# design 1

design_1/m3.png
Scale: 4 px per um.
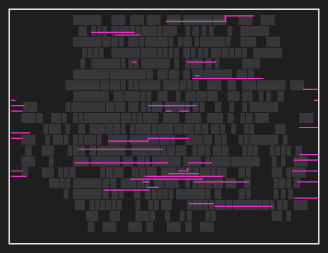

$ cat src/rtl/pkt_framer.sv
// Frames a payload stream into head / data / tail flits; head and tail are driven from registered state,
// data flits are a zero-latency pass-through, and every transfer waits on out_valid && out_ready.
module pkt_framer #(
  parameter int DATA_W = 8,
  parameter int LEN_W  = 4
) (
  input  logic              clk,
  input  logic              reset,
  input  logic              start,
  input  logic [LEN_W-1:0]  len,
  output logic              start_ack,
  output logic              busy,
  input  logic              in_valid,
  input  logic [DATA_W-1:0] in_data,
  output logic              in_ready,
  output logic              out_valid,
  output logic              out_head,
  output logic              out_tail,
  output logic [DATA_W-1:0] out_data,
  input  logic              out_ready,
  output logic [7:0]        pkt_count
);

  typedef enum logic [1:0] {IDLE, HEAD, DATA, TAIL} state_t;

  state_t            state;
  logic [LEN_W-1:0]  rem;
  logic [DATA_W-1:0] chk;
  logic              out_fire;

  // rem still holds the requested length while in HEAD, so it doubles as the header value.
  always_comb begin
    out_valid = 1'b0;
    out_head  = 1'b0;
    out_tail  = 1'b0;
    out_data  = '0;
    in_ready  = 1'b0;
    case (state)
      HEAD: begin
        out_valid = 1'b1;
        out_head  = 1'b1;
        out_data  = DATA_W'(rem);
      end
      DATA: begin
        out_valid = in_valid;
        in_ready  = out_ready;
        out_data  = in_data;
      end
      TAIL: begin
        out_valid = 1'b1;
        out_tail  = 1'b1;
        out_data  = chk;
      end
      default: ;
    endcase
  end

  assign out_fire = out_valid && out_ready;
  assign busy     = (state != IDLE);

  always_ff @(posedge clk) begin
    if (reset) begin
      state     <= IDLE;
      rem       <= '0;
      chk       <= '0;
      pkt_count <= '0;
      start_ack <= 1'b0;
    end else begin
      start_ack <= 1'b0;
      case (state)
        IDLE: begin
          if (start) begin
            rem       <= len;
            chk       <= '0;
            start_ack <= 1'b1;
            state     <= HEAD;
          end
        end
        HEAD: begin
          if (out_fire) state <= (rem != '0) ? DATA : TAIL;
        end
        DATA: begin
          if (out_fire) begin
            chk <= chk ^ in_data;
            rem <= rem - LEN_W'(1);
            if (rem == LEN_W'(1)) state <= TAIL;
          end
        end
        TAIL: begin
          if (out_fire) begin
            pkt_count <= pkt_count + 8'd1;
            // A pending request is taken on the tail handshake so packets can run back to back.
            if (start) begin
              rem       <= len;
              chk       <= '0;
              start_ack <= 1'b1;
              state     <= HEAD;
            end else begin
              state <= IDLE;
            end
          end
        end
        default: state <= IDLE;
      endcase
    end
  end

endmodule

$ cat config.mk
export PLATFORM = sky130hd
export DESIGN_NAME = pkt_framer
export DESIGN_NICKNAME = d
export VERILOG_FILES = /design/src/rtl/pkt_framer.sv
export SDC_FILE = /design/constraint.sdc
export NUM_CORES = 1
export LEC_CHECK = 0
export ABC_AREA = 1
export CAP_MARGIN = 10
export CORE_ASPECT_RATIO = 0.75
export CORE_UTILIZATION = 39
export CTS_CLUSTER_SIZE = 20
export DETAILED_ROUTE_END_ITERATION = 8
export GPL_ROUTABILITY_DRIVEN = 0
export PLACE_DENSITY = 0.75
export SYNTH_ARGS = -nofsm -noshare
export SYNTH_HDL_FRONTEND = slang
export SYNTH_SLANG_ARGS = --single-unit
export TNS_END_PERCENT = 20
$ cat constraint.sdc
create_clock -name clk -period 1.7 [get_ports clk]
set_input_delay 0.34 -clock clk [delete_from_list [all_inputs] [get_ports clk]]
set_output_delay 0.34 -clock clk [all_outputs]
set_load 0.005 [all_outputs]
# design 2

File: src/rtl/uart_tx_serializer.sv
// rtl/uart_tx_serializer.sv - UART transmit serializer stepping one bit per external baud tick
module uart_tx_serializer #(
    parameter int DATA_W     = 8,
    parameter int PARITY_EN  = 0,
    parameter int PARITY_ODD = 0,
    parameter int STOP_BITS  = 1
) (
    input  logic              clk,
    input  logic              rst_n,
    input  logic [DATA_W-1:0] tx_data,
    input  logic              tx_valid,
    output logic              tx_ready,
    input  logic              baud_tick,
    output logic              baud_en,
    output logic              tx,
    output logic              tx_busy,
    output logic              tx_done
);

    localparam logic [2:0] S_IDLE   = 3'd0;
    localparam logic [2:0] S_START  = 3'd1;
    localparam logic [2:0] S_DATA   = 3'd2;
    localparam logic [2:0] S_PARITY = 3'd3;
    localparam logic [2:0] S_STOP   = 3'd4;

    logic [2:0]        state;
    logic [DATA_W-1:0] shreg;
    logic [2:0]        bit_cnt;
    logic              parity_acc;
    logic              stop_cnt;

    assign tx_ready = (state == S_IDLE);
    assign baud_en  = (state != S_IDLE);
    assign tx_busy  = (state != S_IDLE);

    always_ff @(posedge clk or negedge rst_n) begin
        if (!rst_n) begin
            state      <= S_IDLE;
            tx         <= 1'b1;
            tx_done    <= 1'b0;
            shreg      <= '0;
            bit_cnt    <= '0;
            parity_acc <= 1'b0;
            stop_cnt   <= 1'b0;
        end else begin
            tx_done <= 1'b0;
            case (state)
                S_IDLE: begin
                    if (tx_valid) begin
                        shreg      <= tx_data;
                        // Seeding with the odd flag leaves the finished accumulator equal to the parity bit
                        parity_acc <= 1'(PARITY_ODD);
                        bit_cnt    <= '0;
                        stop_cnt   <= 1'b0;
                        tx         <= 1'b0;
                        state      <= S_START;
                    end
                end
                S_START: begin
                    if (baud_tick) begin
                        tx         <= shreg[0];
                        parity_acc <= parity_acc ^ shreg[0];
                        shreg      <= shreg >> 1;
                        state      <= S_DATA;
                    end
                end
                S_DATA: begin
                    if (baud_tick) begin
                        if (bit_cnt == 3'(DATA_W - 1)) begin
                            if (PARITY_EN != 0) begin
                                tx    <= parity_acc;
                                state <= S_PARITY;
                            end else begin
                                tx    <= 1'b1;
                                state <= S_STOP;
                            end
                        end else begin
                            tx         <= shreg[0];
                            parity_acc <= parity_acc ^ shreg[0];
                            shreg      <= shreg >> 1;
                            bit_cnt    <= bit_cnt + 3'd1;
                        end
                    end
                end
                S_PARITY: begin
                    if (baud_tick) begin
                        tx    <= 1'b1;
                        state <= S_STOP;
                    end
                end
                S_STOP: begin
                    if (baud_tick) begin
                        if (stop_cnt == 1'(STOP_BITS - 1)) begin
                            state   <= S_IDLE;
                            tx_done <= 1'b1;
                        end else begin
                            stop_cnt <= 1'b1;
                        end
                    end
                end
                default: begin
                    state <= S_IDLE;
                    tx    <= 1'b1;
                end
            endcase
        end
    end

endmodule

File: config.mk
export PLATFORM = sky130hd
export DESIGN_NAME = uart_tx_serializer
export DESIGN_NICKNAME = d
export VERILOG_FILES = /design/src/rtl/uart_tx_serializer.sv
export SDC_FILE = /design/constraint.sdc
export NUM_CORES = 1
export LEC_CHECK = 0
export CAP_MARGIN = 20
export CORE_MARGIN = 2
export CORE_UTILIZATION = 50
export CTS_CLUSTER_DIAMETER = 200
export CTS_CLUSTER_SIZE = 8
export DETAILED_ROUTE_END_ITERATION = 10
export MAX_ROUTING_LAYER = met4
export PLACE_DENSITY = 0.84
export SYNTH_ARGS = -nofsm -noshare
export SYNTH_HDL_FRONTEND = slang
export SYNTH_SLANG_ARGS = --single-unit
File: constraint.sdc
create_clock -name clk -period 2 [get_ports clk]
set_input_delay 0.6 -clock clk [delete_from_list [all_inputs] [get_ports clk]]
set_output_delay 0.6 -clock clk [all_outputs]
set_load 0.005 [all_outputs]
# design 3

**config.mk**
```make
export PLATFORM = sky130hd
export DESIGN_NAME = instr_encoder_flat
export DESIGN_NICKNAME = d
export VERILOG_FILES = /design/src/rtl/instr_encoder_if.sv /design/src/rtl/instr_encoder.sv /design/src/flat_wrapper.sv
export SDC_FILE = /design/constraint.sdc
export NUM_CORES = 1
export LEC_CHECK = 0
export CORE_ASPECT_RATIO = 0.9
export CORE_MARGIN = 2
export CORE_UTILIZATION = 43
export CTS_CLUSTER_DIAMETER = 30
export DETAILED_ROUTE_END_ITERATION = 8
export PLACE_DENSITY_LB_ADDON = 0.12
export SYNTH_ARGS = -nofsm -noshare
export SYNTH_HDL_FRONTEND = slang
export SYNTH_SLANG_ARGS = --single-unit
```
**constraint.sdc**
```tcl
create_clock -name clk_i -period 1.8 [get_ports clk_i]
set_input_delay 0.18 -clock clk_i [delete_from_list [all_inputs] [get_ports clk_i]]
set_output_delay 0.18 -clock clk_i [all_outputs]
set_load 0.02 [all_outputs]
```
**src/rtl/instr_encoder_if.sv**
```systemverilog
// Request and instruction-memory write bus between the program loader and instr_encoder.
interface instr_encoder_if #(
    parameter int ADDR_W = 8
) ();
    logic              req_valid_i;
    logic              req_ready_o;
    logic [3:0]        req_kind_i;
    logic [4:0]        req_rs_i;
    logic [4:0]        req_rt_i;
    logic [4:0]        req_rd_i;
    logic [4:0]        req_shamt_i;
    logic [31:0]       req_imm_i;
    logic              mem_we_o;
    logic [ADDR_W-1:0] mem_addr_o;
    logic [31:0]       mem_data_o;

    modport master (
        output req_valid_i, req_kind_i, req_rs_i, req_rt_i, req_rd_i, req_shamt_i, req_imm_i,
        input  req_ready_o, mem_we_o, mem_addr_o, mem_data_o
    );

    modport slave (
        input  req_valid_i, req_kind_i, req_rs_i, req_rt_i, req_rd_i, req_shamt_i, req_imm_i,
        output req_ready_o, mem_we_o, mem_addr_o, mem_data_o
    );
endinterface

```
**src/rtl/instr_encoder.sv**
```systemverilog
// Packs field-level requests into 32-bit MIPS words and writes them sequentially
// into instruction memory; LI expands to LUI+ORI over two cycles.
module instr_encoder #(
    parameter int          ADDR_W    = 8,
    parameter int unsigned BASE_ADDR = 0
) (
    input  logic            clk_i,
    input  logic            rst_i,
    input  logic            restart_i,
    instr_encoder_if.slave  bus,
    output logic            err_o,
    output logic            full_o,
    output logic [ADDR_W:0] count_o
);
    localparam logic [ADDR_W-1:0] BASE = ADDR_W'(BASE_ADDR);

    typedef enum logic [1:0] {S_IDLE, S_EMIT2, S_FULL} state_e;

    typedef enum logic [3:0] {
        K_ADD  = 4'd0,  K_SUB  = 4'd1,  K_AND  = 4'd2,  K_OR   = 4'd3,
        K_SLT  = 4'd4,  K_SLL  = 4'd5,  K_SRLV = 4'd6,  K_ADDI = 4'd7,
        K_SLTI = 4'd8,  K_BEQ  = 4'd9,  K_BNE  = 4'd10, K_LUI  = 4'd11,
        K_ORI  = 4'd12, K_LI   = 4'd13
    } kind_e;

    state_e            state_q, state_d;
    logic [ADDR_W:0]   count_q, count_d;
    logic [ADDR_W-1:0] addr_q, addr_d;
    logic [31:0]       data_q, data_d;
    logic [31:0]       ori_q, ori_d;
    logic              we_q, we_d;
    logic              err_q, err_d;
    logic              full_q, full_d;

    logic              ready;
    logic              accept;
    logic              legal;
    logic              last_slot;
    logic [ADDR_W-1:0] wr_addr;
    logic [15:0]       imm_field;

    function automatic logic [31:0] encode_word(
        input logic [3:0] kind, input logic [4:0] rs, input logic [4:0] rt,
        input logic [4:0] rd, input logic [4:0] shamt, input logic [15:0] imm
    );
        logic [31:0] w;
        w = '0;
        case (kind)
            K_ADD:        w = {6'd0, rs, rt, rd, 5'd0, 6'd32};
            K_SUB:        w = {6'd0, rs, rt, rd, 5'd0, 6'd34};
            K_AND:        w = {6'd0, rs, rt, rd, 5'd0, 6'd36};
            K_OR:         w = {6'd0, rs, rt, rd, 5'd0, 6'd37};
            K_SLT:        w = {6'd0, rs, rt, rd, 5'd0, 6'd42};
            K_SLL:        w = {6'd0, rs, rt, rd, shamt, 6'd0};
            K_SRLV:       w = {6'd0, rs, rt, rd, 5'd0, 6'd6};
            K_ADDI:       w = {6'd8, rs, rt, imm};
            K_SLTI:       w = {6'd10, rs, rt, imm};
            K_BEQ:        w = {6'd4, rs, rt, imm};
            K_BNE:        w = {6'd5, rs, rt, imm};
            K_LUI, K_LI:  w = {6'd15, 5'd0, rt, imm};
            K_ORI:        w = {6'd13, rs, rt, imm};
            default:      w = '0;
        endcase
        return w;
    endfunction

    assign ready           = (state_q == S_IDLE) & ~full_q & ~restart_i;
    assign bus.req_ready_o = ready;
    assign bus.mem_we_o    = we_q;
    assign bus.mem_addr_o  = addr_q;
    assign bus.mem_data_o  = data_q;
    assign err_o           = err_q;
    assign full_o          = full_q;
    assign count_o         = count_q;

    always_comb begin
        state_d   = state_q;
        count_d   = count_q;
        addr_d    = addr_q;
        data_d    = data_q;
        ori_d     = ori_q;
        full_d    = full_q;
        we_d      = 1'b0;
        err_d     = 1'b0;
        accept    = bus.req_valid_i & ready;
        legal     = (bus.req_kind_i <= K_LI);
        wr_addr   = BASE + count_q[ADDR_W-1:0];
        last_slot = (wr_addr == '1);
        imm_field = (bus.req_kind_i == K_LI) ? bus.req_imm_i[31:16] : bus.req_imm_i[15:0];

        if (restart_i) begin
            state_d = S_IDLE;
            count_d = '0;
            addr_d  = BASE;
            full_d  = 1'b0;
        end else begin
            case (state_q)
                S_IDLE: begin
                    if (accept) begin
                        // An LI needs two slots; with only one left it is rejected whole.
                        if (!legal || (bus.req_kind_i == K_LI && last_slot)) begin
                            err_d = 1'b1;
                        end else begin
                            we_d    = 1'b1;
                            addr_d  = wr_addr;
                            count_d = count_q + 1'b1;
                            data_d  = encode_word(bus.req_kind_i, bus.req_rs_i, bus.req_rt_i,
                                                  bus.req_rd_i, bus.req_shamt_i, imm_field);
                            ori_d   = {6'd13, bus.req_rt_i, bus.req_rt_i, bus.req_imm_i[15:0]};
                            if (last_slot) begin
                                state_d = S_FULL;
                                full_d  = 1'b1;
                            end else if (bus.req_kind_i == K_LI) begin
                                state_d = S_EMIT2;
                            end
                        end
                    end
                end
                S_EMIT2: begin
                    we_d    = 1'b1;
                    addr_d  = wr_addr;
                    data_d  = ori_q;
                    count_d = count_q + 1'b1;
                    if (last_slot) begin
                        state_d = S_FULL;
                        full_d  = 1'b1;
                    end else begin
                        state_d = S_IDLE;
                    end
                end
                S_FULL:  state_d = S_FULL;
                default: state_d = S_IDLE;
            endcase
        end
    end

    always_ff @(posedge clk_i or negedge rst_i) begin
        if (!rst_i) begin
            state_q <= S_IDLE;
            count_q <= '0;
            addr_q  <= BASE;
            data_q  <= '0;
            ori_q   <= '0;
            we_q    <= 1'b0;
            err_q   <= 1'b0;
            full_q  <= 1'b0;
        end else begin
            state_q <= state_d;
            count_q <= count_d;
            addr_q  <= addr_d;
            data_q  <= data_d;
            ori_q   <= ori_d;
            we_q    <= we_d;
            err_q   <= err_d;
            full_q  <= full_d;
        end
    end
endmodule
```
**src/flat_wrapper.sv**
```systemverilog
// flat-port wrapper written by rule: the top's interface ports become plain ports
module instr_encoder_flat 
#(
    parameter int          ADDR_W    = 8,
    parameter int unsigned BASE_ADDR = 0
)
  (clk_i, rst_i, restart_i, err_o, full_o, count_o, bus_req_valid_i, bus_req_kind_i, bus_req_rs_i, bus_req_rt_i, bus_req_rd_i, bus_req_shamt_i, bus_req_imm_i, bus_req_ready_o, bus_mem_we_o, bus_mem_addr_o, bus_mem_data_o);
  instr_encoder_if #(.ADDR_W(ADDR_W)) bus_i ();
  input  logic clk_i;
  input  logic rst_i;
  input  logic restart_i;
  output logic err_o;
  output logic full_o;
  output logic [ADDR_W:0] count_o;
  input wire logic [$bits(bus_i.req_valid_i)-1:0] bus_req_valid_i;
  input wire logic [$bits(bus_i.req_kind_i)-1:0] bus_req_kind_i;
  input wire logic [$bits(bus_i.req_rs_i)-1:0] bus_req_rs_i;
  input wire logic [$bits(bus_i.req_rt_i)-1:0] bus_req_rt_i;
  input wire logic [$bits(bus_i.req_rd_i)-1:0] bus_req_rd_i;
  input wire logic [$bits(bus_i.req_shamt_i)-1:0] bus_req_shamt_i;
  input wire logic [$bits(bus_i.req_imm_i)-1:0] bus_req_imm_i;
  output wire logic [$bits(bus_i.req_ready_o)-1:0] bus_req_ready_o;
  output wire logic [$bits(bus_i.mem_we_o)-1:0] bus_mem_we_o;
  output wire logic [$bits(bus_i.mem_addr_o)-1:0] bus_mem_addr_o;
  output wire logic [$bits(bus_i.mem_data_o)-1:0] bus_mem_data_o;
  assign bus_i.req_valid_i = bus_req_valid_i;
  assign bus_i.req_kind_i = bus_req_kind_i;
  assign bus_i.req_rs_i = bus_req_rs_i;
  assign bus_i.req_rt_i = bus_req_rt_i;
  assign bus_i.req_rd_i = bus_req_rd_i;
  assign bus_i.req_shamt_i = bus_req_shamt_i;
  assign bus_i.req_imm_i = bus_req_imm_i;
  assign bus_req_ready_o = bus_i.req_ready_o;
  assign bus_mem_we_o = bus_i.mem_we_o;
  assign bus_mem_addr_o = bus_i.mem_addr_o;
  assign bus_mem_data_o = bus_i.mem_data_o;
  instr_encoder #(.ADDR_W(ADDR_W), .BASE_ADDR(BASE_ADDR)) u_core (.clk_i(clk_i), .rst_i(rst_i), .restart_i(restart_i), .bus(bus_i), .err_o(err_o), .full_o(full_o), .count_o(count_o));
endmodule
```
# design 4

`src/rtl/tcon_timing_monitor_if.sv`:
```
// Display timing stream plus published frame results for the TCON
// timing monitor.
//   master : timing source / result consumer (drives vsync, de, r/g/b_in)
//   slave  : the monitor (drives frame_done, width/height_meas, line_err,
//            frame_err, err_cnt, checksum)
interface tcon_timing_monitor_if #(
  parameter int DW = 12
);
  logic            vsync;
  logic            de;
  logic [DW-1:0]   r_in;
  logic [DW-1:0]   g_in;
  logic [DW-1:0]   b_in;
  logic            frame_done;
  logic [11:0]     width_meas;
  logic [11:0]     height_meas;
  logic            line_err;
  logic            frame_err;
  logic [7:0]      err_cnt;
  logic [3*DW-1:0] checksum;

  modport master (
    output vsync, de, r_in, g_in, b_in,
    input  frame_done, width_meas, height_meas, line_err, frame_err,
           err_cnt, checksum
  );

  modport slave (
    input  vsync, de, r_in, g_in, b_in,
    output frame_done, width_meas, height_meas, line_err, frame_err,
           err_cnt, checksum
  );
endinterface

```
`src/rtl/tcon_timing_monitor.sv`:
```
// TCON timing monitor: watches a vsync/de display stream, measures the first
// line width and the line count of each frame, flags lines whose pixel count
// differs from WIDTH, and folds every active pixel into a rotate-XOR
// signature. Results are published with a one-cycle frame_done pulse and held
// until the next pulse.
//   clk : clock, all flops on posedge
//   rst : synchronous active-high reset
//   bus : tcon_timing_monitor_if.slave
//         in : vsync, de, r_in/g_in/b_in
//         out: frame_done, width_meas, height_meas, line_err, frame_err,
//              err_cnt (saturating errored-frame count), checksum
module tcon_timing_monitor #(
  parameter int DW     = 12,
  parameter int WIDTH  = 24,
  parameter int HEIGHT = 36
) (
  input  logic                 clk,
  input  logic                 rst,
  tcon_timing_monitor_if.slave bus
);
  localparam int CW = 3 * DW;

  typedef enum logic [1:0] {IDLE, VBLANK, ACTIVE, HBLANK} state_e;

  state_e        state_q;
  logic          vsync_q, de_q;
  logic [11:0]   pix_cnt_q, line_cnt_q, first_w_q;
  logic [CW-1:0] acc_q;
  logic          lerr_q;

  logic          frame_done_q;
  logic [11:0]   width_meas_q, height_meas_q;
  logic          line_err_q, frame_err_q;
  logic [7:0]    err_cnt_q;
  logic [CW-1:0] checksum_q;

  logic          vs_rise, de_rise, de_fall;
  logic          pix_vld, line_bad, last_line, frame_bad;
  logic [11:0]   pix_cnt_d, first_w_d;
  logic [CW-1:0] acc_d;
  logic [7:0]    err_cnt_d;

  assign vs_rise = bus.vsync & ~vsync_q;
  assign de_rise = bus.de & ~de_q;
  assign de_fall = ~bus.de & de_q;

  // A pixel counts in ACTIVE, or on the de_rise cycle that enters ACTIVE.
  // de seen in IDLE (or a de already high when the frame opened) is ignored.
  assign pix_vld = bus.de & ((state_q == ACTIVE) |
                   (de_rise & ((state_q == VBLANK) | (state_q == HBLANK))));

  assign pix_cnt_d = de_rise ? 12'd1 :
                     (pix_cnt_q == 12'hFFF) ? pix_cnt_q : pix_cnt_q + 12'd1;
  assign acc_d     = {acc_q[CW-2:0], acc_q[CW-1]} ^ {bus.r_in, bus.g_in, bus.b_in};

  // Evaluated on de_fall: pix_cnt_q then holds the finished line's length.
  assign line_bad  = (pix_cnt_q != 12'(WIDTH));
  assign last_line = (line_cnt_q == 12'(HEIGHT - 1));
  assign frame_bad = lerr_q | line_bad;
  // Bypass so a one-line frame still publishes its own width.
  assign first_w_d = (line_cnt_q == 12'd0) ? pix_cnt_q : first_w_q;
  assign err_cnt_d = (err_cnt_q == 8'hFF) ? err_cnt_q : err_cnt_q + 8'd1;

  always_ff @(posedge clk) begin
    if (rst) begin
      state_q       <= IDLE;
      vsync_q       <= 1'b0;
      de_q          <= 1'b0;
      pix_cnt_q     <= '0;
      line_cnt_q    <= '0;
      first_w_q     <= '0;
      acc_q         <= '0;
      lerr_q        <= 1'b0;
      frame_done_q  <= 1'b0;
      width_meas_q  <= '0;
      height_meas_q <= '0;
      line_err_q    <= 1'b0;
      frame_err_q   <= 1'b0;
      err_cnt_q     <= '0;
      checksum_q    <= '0;
    end else begin
      vsync_q      <= bus.vsync;
      de_q         <= bus.de;
      frame_done_q <= 1'b0;

      if (vs_rise) begin
        // vs_rise wins over a same-cycle de_fall: the partial line is not
        // counted, the open frame is published as aborted, a new one starts.
        if (state_q != IDLE) begin
          frame_done_q  <= 1'b1;
          width_meas_q  <= first_w_q;
          height_meas_q <= line_cnt_q;
          line_err_q    <= lerr_q;
          frame_err_q   <= 1'b1;
          checksum_q    <= acc_q;
          err_cnt_q     <= err_cnt_d;
        end
        pix_cnt_q  <= '0;
        line_cnt_q <= '0;
        first_w_q  <= '0;
        acc_q      <= '0;
        lerr_q     <= 1'b0;
        state_q    <= VBLANK;
      end else begin
        if (pix_vld) begin
          pix_cnt_q <= pix_cnt_d;
          acc_q     <= acc_d;
        end

        case (state_q)
          VBLANK, HBLANK: begin
            if (de_rise) state_q <= ACTIVE;
          end
          ACTIVE: begin
            if (de_fall) begin
              line_cnt_q <= line_cnt_q + 12'd1;
              first_w_q  <= first_w_d;
              lerr_q     <= frame_bad;
              if (last_line) begin
                frame_done_q  <= 1'b1;
                width_meas_q  <= first_w_d;
                height_meas_q <= 12'(HEIGHT);
                line_err_q    <= frame_bad;
                frame_err_q   <= frame_bad;
                checksum_q    <= acc_q;
                if (frame_bad) err_cnt_q <= err_cnt_d;
                state_q <= IDLE;
              end else begin
                state_q <= HBLANK;
              end
            end
          end
          default: ;
        endcase
      end
    end
  end

  assign bus.frame_done  = frame_done_q;
  assign bus.width_meas  = width_meas_q;
  assign bus.height_meas = height_meas_q;
  assign bus.line_err    = line_err_q;
  assign bus.frame_err   = frame_err_q;
  assign bus.err_cnt     = err_cnt_q;
  assign bus.checksum    = checksum_q;

endmodule

```
`src/flat_wrapper.sv`:
```
// flat-port wrapper written by rule: the top's interface ports become plain ports
module tcon_timing_monitor_flat 
#(
  parameter int DW     = 12,
  parameter int WIDTH  = 24,
  parameter int HEIGHT = 36
)
  (clk, rst, bus_vsync, bus_de, bus_r_in, bus_g_in, bus_b_in, bus_frame_done, bus_width_meas, bus_height_meas, bus_line_err, bus_frame_err, bus_err_cnt, bus_checksum);
  tcon_timing_monitor_if #(.DW(DW)) bus_i ();
  input  logic clk;
  input  logic rst;
  input wire logic [$bits(bus_i.vsync)-1:0] bus_vsync;
  input wire logic [$bits(bus_i.de)-1:0] bus_de;
  input wire logic [$bits(bus_i.r_in)-1:0] bus_r_in;
  input wire logic [$bits(bus_i.g_in)-1:0] bus_g_in;
  input wire logic [$bits(bus_i.b_in)-1:0] bus_b_in;
  output wire logic [$bits(bus_i.frame_done)-1:0] bus_frame_done;
  output wire logic [$bits(bus_i.width_meas)-1:0] bus_width_meas;
  output wire logic [$bits(bus_i.height_meas)-1:0] bus_height_meas;
  output wire logic [$bits(bus_i.line_err)-1:0] bus_line_err;
  output wire logic [$bits(bus_i.frame_err)-1:0] bus_frame_err;
  output wire logic [$bits(bus_i.err_cnt)-1:0] bus_err_cnt;
  output wire logic [$bits(bus_i.checksum)-1:0] bus_checksum;
  assign bus_i.vsync = bus_vsync;
  assign bus_i.de = bus_de;
  assign bus_i.r_in = bus_r_in;
  assign bus_i.g_in = bus_g_in;
  assign bus_i.b_in = bus_b_in;
  assign bus_frame_done = bus_i.frame_done;
  assign bus_width_meas = bus_i.width_meas;
  assign bus_height_meas = bus_i.height_meas;
  assign bus_line_err = bus_i.line_err;
  assign bus_frame_err = bus_i.frame_err;
  assign bus_err_cnt = bus_i.err_cnt;
  assign bus_checksum = bus_i.checksum;
  tcon_timing_monitor #(.DW(DW), .WIDTH(WIDTH), .HEIGHT(HEIGHT)) u_core (.clk(clk), .rst(rst), .bus(bus_i));
endmodule
```
`config.mk`:
```
export PLATFORM = sky130hd
export DESIGN_NAME = tcon_timing_monitor_flat
export DESIGN_NICKNAME = d
export VERILOG_FILES = /design/src/rtl/tcon_timing_monitor_if.sv /design/src/rtl/tcon_timing_monitor.sv /design/src/flat_wrapper.sv
export SDC_FILE = /design/constraint.sdc
export NUM_CORES = 1
export LEC_CHECK = 0
export CAP_MARGIN = 10
export CORE_AREA = 8 8 165 105
export DETAILED_ROUTE_END_ITERATION = 12
export DIE_AREA = 0 0 173 113
export HOLD_SLACK_MARGIN = 0.08
export PLACE_DENSITY_LB_ADDON = 0.25
export SLEW_MARGIN = 20
export SYNTH_ARGS = -nofsm -noshare
export SYNTH_HDL_FRONTEND = slang
export SYNTH_SLANG_ARGS = --single-unit
```
`constraint.sdc`:
```
create_clock -name clk -period 2.2 [get_ports clk]
set_clock_uncertainty 0.05 [all_clocks]
set_input_delay 0.33 -clock clk [delete_from_list [all_inputs] [get_ports clk]]
set_output_delay 0.33 -clock clk [all_outputs]
set_load 0.005 [all_outputs]
```
design_3/ff_map.png
Scale: 4 px per um. Other sequential cells in the stronger grey, the rest of the logic in the fainter grey.
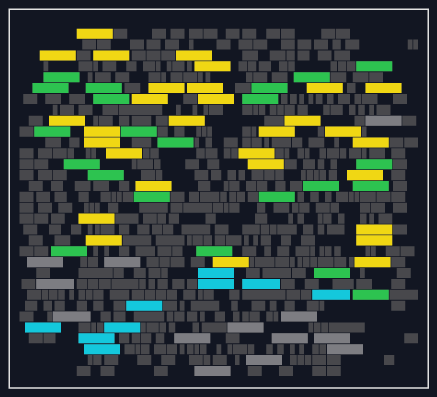
Green is `u_core.ori_q`, placed flops 22. Cyan is `u_core.count_o`, placed flops 9. Yellow is `u_core.bus.mem_data_o`, placed flops 30.

==> notes.md, design 3 <==
Flow results.

- Across the whole layout, multi-input logic makes up 32.1% of the cell area.
- In the Yosys report the total cell count is 393.
- The total instance count after detailed placement is 653.
- The main flop type is dfrtp_1.
- The flow ran to the end, and the final reports show no timing, DRC or antenna violations.
- During synthesis, Yosys emitted a total of 0 warnings.
- The final cell count without fillers is 676.
- The first-pass GRT wire length is 18.1 mm.
- For this sky-water flow run, the detailed-routed wirelength per cell is reported as 16.4 um.
- Sequential elements use 47.5% of the synthesized area.
- The post-cts resize count is 2.
- For this configuration, the core starts out at a cell density of 44.9%.
- The smallest clock period supported by the final layout is computed as 1780 ps.
- After layout, the worst setup slack is 22.3 ps.
- The total I/O pin count is 113.
[design 3: where the power goes]
part | internal, mW | switching, mW
logic | 0.656 | 0.576
registers | 1.88 | 0.138
clock network | 0.796 | 0.673
total | 3.33 | 1.39
[design 3: kinds of logic (layout without fill, tap and decap cells)]
logic type / after synthesis / count (layout) / share of synthesized area [%]
buf+inv: 42 / 204 / 5.91
compound gates: 106 / 106 / 18.9
other cells: 1 / 2 / 0.0962
flops: 74 / 74 / 47.5
xor+xnor: 10 / 10 / 2.25
mux: 33 / 33 / 9.28
simple gates: 126 / 127 / 15.7
fa+ha+maj: 1 / 1 / 0.321
[design 3: worst max-delay path: cells and delay by family (launching register included)]
family	cells	cell delay [ps]
flops	1	430
compound gates	2	330
buf+inv	2	340
simple gates	3	550
[design 3: path summary, 6_finish.rpt]
path	endpoint	slack [ps]	depth (start not counted)
setup / recovery	u_core.bus.mem_data_o[8]	20	7
hold / removal	u_core.bus.mem_addr_o[7]	340	2
setup reg to reg	u_core.bus.mem_data_o[8]	20	7
hold reg to reg	u_core.ori_q[26]	480	1
max in group asynchronous	u_core.ori_q[5]	880	3
min in group clk_i	u_core.bus.mem_data_o[19]	450	3
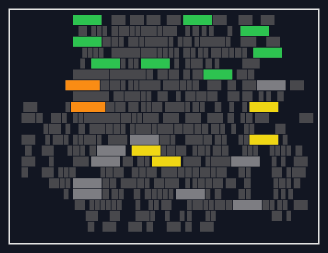
design_1/ff_map.png
Scale: 4 px per um. Other sequential cells in the stronger grey, the rest of the logic in the fainter grey.
Green is `pkt_count`, placed flops 8. Orange is `state`, placed flops 2. Yellow is `rem`, placed flops 4.
Another 9 sequential cells are not coloured.
Seq power: 0.764 mW
register cell area after layout: 468 um2
sequential fraction of total cell area: 18.9%

About design_1/m3.png:
The layer carries 302 um of wire. The longest straight run is 23.0 um. 35 nets have wire on it.

==> notes.md, design 1 <==
Flow results.

- Looking at the max-slew report, the worst-margin pin has a slew of 262 ps.
- According to the floorplan report, the placeable core area is 4050 um2.
- Buffers inserted to repair hold after CTS numbered 0.
- Warnings raised by the tools during the run amount to 33.
- For the worst flop-to-flop path, the logic depth is 11.
- The detailed-routed wire length on met3 is 301 um.
- The number of cell rows is 20.
- The area share of the leading cell type in the synthesized netlist is 28.0%.
- For the combinational group, total power comes out at 2.45 mW.
- Sorting the synthesized cells by how often they occur yields nand2_1, inv_1, a21oi_1, dfxtp_1, nand3_1.
- STA on the placed design reports a worst setup slack of -281 ps.
- Synthesis produced a netlist with a net count of 285.
- Using the TritonRoute via totals, the vias-per-cell ratio works out to 4.74.
- From the final report, the count of setup violators was given as 10.
- The flow ran to the end, but the final reports show violations.
- The filler cell count in the final layout is 388.
- The later pin in the worst-skew pair is clocked with a latency of 270 ps.
- The final reports fail on setup timing.
- The share of total power in the clock network is 9.8%.
- The sequential-to-total area share from yosys stat is 28.0%.
- The total I/O pin count is 39.
- Across all setup checks in the final design, the least slack found is -47.1 ps.
- Summed over all failing endpoints, the final setup total negative slack is -180 ps.
- The combinational group share of total power is 68.8%.
- The synthesized instance count is 260.
- Among all stages on the critical path, the largest delay is contributed by dfxtp_4.
[design 1: how the worst min path moves through the flow]
stage / start / end / slack, ps / depth (start not counted)
floorplan: reset / chk[5] / 400 / 1
global placement: rem[1] / rem[1] / 470 / 2
detailed placement: rem[1] / rem[1] / 490 / 2
CTS: rem[1] / rem[1] / 500 / 2
global route: rem[1] / rem[1] / 510 / 2
finish: rem[1] / rem[1] / 500 / 2
[design 1: cells by family (layout without fill, tap and decap cells)]
family,after synthesis,count (layout)
AND-OR/OR-AND,37,37
multiplexers,1,1
adder cells (fa/ha/maj),8,8
flip-flops,23,23
buffers and inverters,51,127
AND/OR/NAND/NOR,140,140
[design 1: registers in the layout (all words and copies together), names as in the netlist]
signal and cells:
chk 8, rem 4, pkt_count 8, state 2
start_ack 1
[design 1: area by class of cell]
class | count | area, um2 | share of cell area (%)
Sequential cell | 23 | 468 | 18.9
Multi-Input combinational cell | 186 | 1030 | 41.7
Clock buffer | 3 | 41.3 | 1.67
Clock inverter | 1 | 5.00 | 0.202
Inverter | 43 | 178 | 7.18
Tap cell | 55 | 68.8 | 2.78
Timing Repair Buffer | 80 | 682 | 27.6
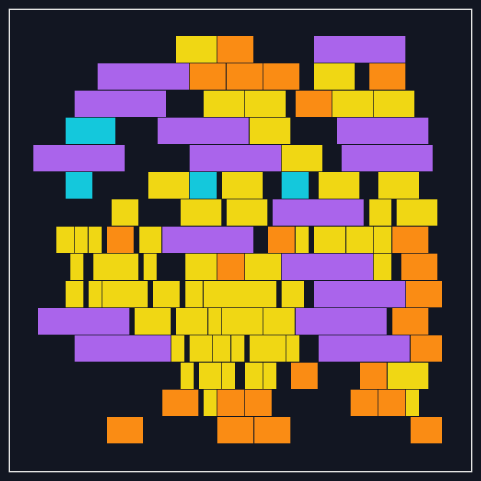
design_2/class_map.png
Scale: 10 px per um.
Orange is remaining buffers and delay cells, cells 25, share of their area 20%. Purple is registers, cells 16, share of their area 36%. Cyan is clock drivers and dummy loads, cells 4, share of their area 3.3%. Yellow is remaining logic cells, cells 57, share of their area 40%.
number of standard-cell rows in the floorplan: 15
sequential fraction of total cell area: 35.5%
final non-filler cell area: 1130 um2

==> notes.md, design 2 <==
Flow results.

- The clock sink total is 16.
- The via total after detailed routing is 644.
- Counting instances in the post-synthesis netlist gives the leading cell types as dfrtp_1, mux2_2, nand2_1, nor2_1, o21ai_0.
- The number of vias per cell after detailed routing is 5.41.
- OpenROAD emitted warnings numbering 26.
- The number of buffers added by the clock tree synthesis step is 3.
- The run finished with clean final reports.
- The number of enable flip-flop cells is 0.
- The report puts the hold buffer count at CTS at 0.
- The chip occupies 2120 um2.
- The total instance count after detailed placement is 115.
- The final timing report lists a max-slew violation count of 0.
- Among all flip-flop cells after synthesis, the most frequent one is dfrtp_1.
- The layout net count is 117.
- For this run, the slowest stage of the critical path takes 390 ps.
- The H-tree depth reported by CTS is 1.
- The repair_antennas step left the layout with diodes totalling 0.
- According to the dpl log, the detail-placed design has an HPWL of 1.15 mm.
- For this run, asynchronously set or reset flops after synthesis account for 100%.
- The count of cells in the finished layout, fillers not included, comes to 119.
[design 2: path summary, 6_finish.rpt]
check	startpoint	end	depth (start not counted)
worst max-delay path	state[2]	baud_en	2
worst min-delay path	bit_cnt[2]	bit_cnt[2]	2
worst max register to register	bit_cnt[0]	shreg[3]	6
worst min register to register	bit_cnt[2]	bit_cnt[2]	2
max in group asynchronous	rst_n	shreg[7]	2
min in group asynchronous	rst_n	shreg[1]	1
[design 2: sequential cells by signal, summed over array words and instances, names as in the netlist]
name and cells:
bit_cnt 3, shreg 8, state 3, tx 1
tx_done 1
[design 2: routing by layer]
| layer | GRT usage [%] | part of all wire, % |
|---|---|---|
| met3 | 7.06 | 3.3 |
| met5 | - | 0 |
| met4 | 1.71 | 0 |
| met2 | 30.0 | 52 |
| met1 | 21.1 | 44 |
[design 2: where the power goes]
| part | leakage (nW) | switching (mW) | internal (mW) | total [mW] |
|---|---|---|---|---|
| logic | 0.301 | 0.393 | 0.532 | 0.925 |
| registers | 0.200 | 0.0720 | 0.468 | 0.541 |
| clock network | 0.0210 | 0.0961 | 0.111 | 0.207 |
design_4/sizing.png
Scale: 2 px per um.
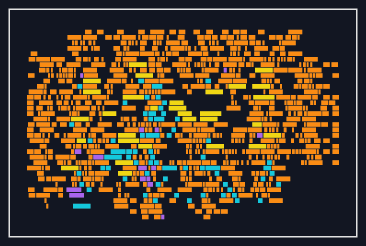
Orange is x1 and smaller, cells 734, share 87%. Yellow is x6 and larger, cells 30, share 3.6%. Cyan is x3 and x4, cells 65, share 7.7%. Purple is x2, cells 15, share 1.8%.
final non-filler cell area: 8310 um2
layout overhead on the synthesized area: 39.6%
worst path setup slack after routing: 94.1 ps
Repair and plain buffers: 166

==> notes.md, design 4 <==
Flow results.

- The most frequent logic cell in the layout is dfxtp_1.
- In the layout the commonest cells are dfxtp_1, clkdlybuf4s50_1, nand2_1, nor2_1, a21oi_1.
- The total I/O pin count is 111.
- The die span in x is 173 um.
- The non-clock inverter count in the final layout is 8.
- Summed over all failing endpoints, the final setup total negative slack is 0 ps.
- The tally of yosys warning messages is 0.
- The via count of the first global-routing pass is 5200.
- The flow ran to the end, and the final reports show no timing, DRC or antenna violations.
- Setup repair after global routing could not meet its margin everywhere.
- The sequential cell count is 148.
- In the final layout, the multi-input gates occupy 2830 um2.
- Synthesis inferred 148 register bits.
- The worst-case hold path end point is u_core.state_q[0].
- The finished layout holds 1047 standard cells, fillers aside.
- The number of multi-input combinational cells in the layout is 490.
- The tree is rooted in a clkbuf_16.
- In the post-synthesis netlist, the cell with the most instances is dfxtp_1.
- The global-route track usage on met3 is 5.62%.
- Entering global routing, the biggest net connects 73 pins.
- The floorplan die height is 113 um.
- The synthesized area per cell is 8.58 um2.
- The total global routing overflow is 0.
- The clock transition time at the flip-flop clock pins of the worst setup and hold paths is 70 ps.
- The report puts the hold buffer count at CTS at 0.
- Final hold analysis gives a worst-case slack of 207 ps.
- The first TritonRoute pass finished after 4 iterations.
- Counting flops with an async set or reset pin after synthesis yields a share of 0%.
design 4: power by group:
group | total, mW | internal [mW] | switching, mW
logic | 0.469 | 0.233 | 0.236
registers | 2.78 | 2.73 | 0.0434
clock network | 3.08 | 1.96 | 1.12
total | 6.33 | 4.93 | 1.40
design 4: kinds of logic (layout without fill, tap and decap cells):
group	count (synthesis)	count (layout)	synth area share, %
DFF	148	148	49.8
xor gates and xnor gates	56	56	8.24
muxes	4	4	0.778
and+or+nand+nor	295	295	22.9
adders and majority gates	5	5	1.05
buffers and inverters	56	206	3.72
AOI/OAI and AO/OA	130	130	13.5
design 4: through the flow:
stage	util, %	instance area (um2)
after global routing	55.8	8310
after floorplan	-	5950
final	55.8	8310
after CTS	55.4	8250
after global placement	51.0	7600
after detailed placement	51.1	7610
design 4: state kept, by name (all words and copies together) (netlist names):
register,cells
u_core.bus.err_cnt,8
u_core.bus.checksum,36
u_core.bus.frame_err,1
u_core.acc_q,36
u_core.lerr_q,1
u_core.pix_cnt_q,12
u_core.de_q,1
u_core.first_w_q,12
u_core.bus.height_meas,12
u_core.bus.line_err,1
u_core.line_cnt_q,12
u_core.vsync_q,1
u_core.state_q,2
u_core.bus.width_meas,12
u_core.bus.frame_done,1


==> notes/layouts.md <==
Pictures saved along the way, in no particular order.

Cell classes on the final placement.
image #1
Scale: 6 px per um.
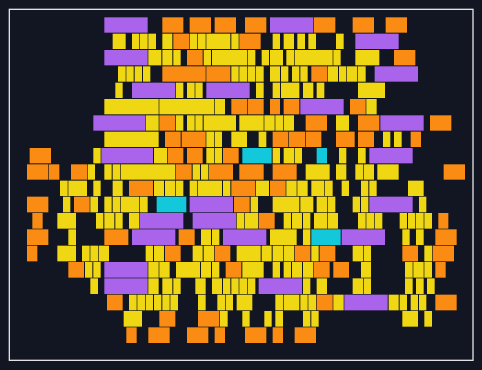
image #2
Scale: 3 px per um.
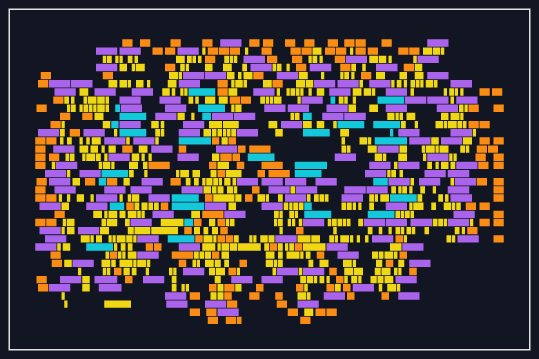
image #3
Scale: 4 px per um.
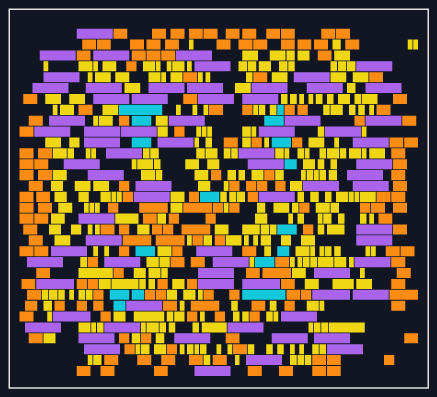
Of these, fewest sequential cells: image #1
Of these, most cells: image #2
design 3: image #3
design 4: image #2
design 1: image #1

Key to image #2:
Cyan is clock drivers and dummy loads, cells 32, share of their area 7.9%. Orange is remaining buffers and delay cells, cells 166, share of their area 20%. Yellow is remaining logic cells, cells 498, share of their area 36%. Purple is registers, cells 148, share of their area 37%.


==> notes/layouts.md <==
Pictures saved along the way, in no particular order.

Cell outlines without signal wires.
picture 1
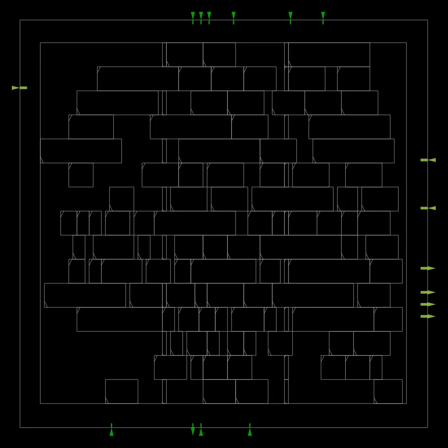
picture 2
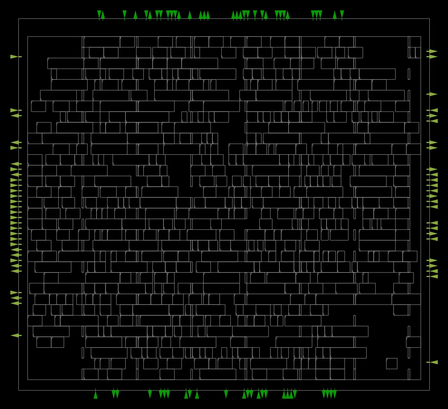
picture 3
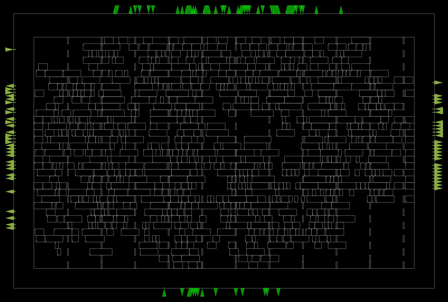
picture 4
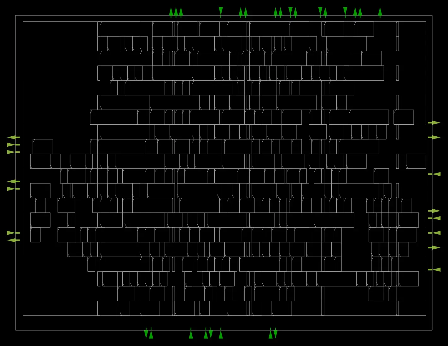
design 1: picture 4
design 3: picture 2
design 2: picture 1
design 4: picture 3
- most sequential cells: picture 3

Power and IR drop assume default switching activity.
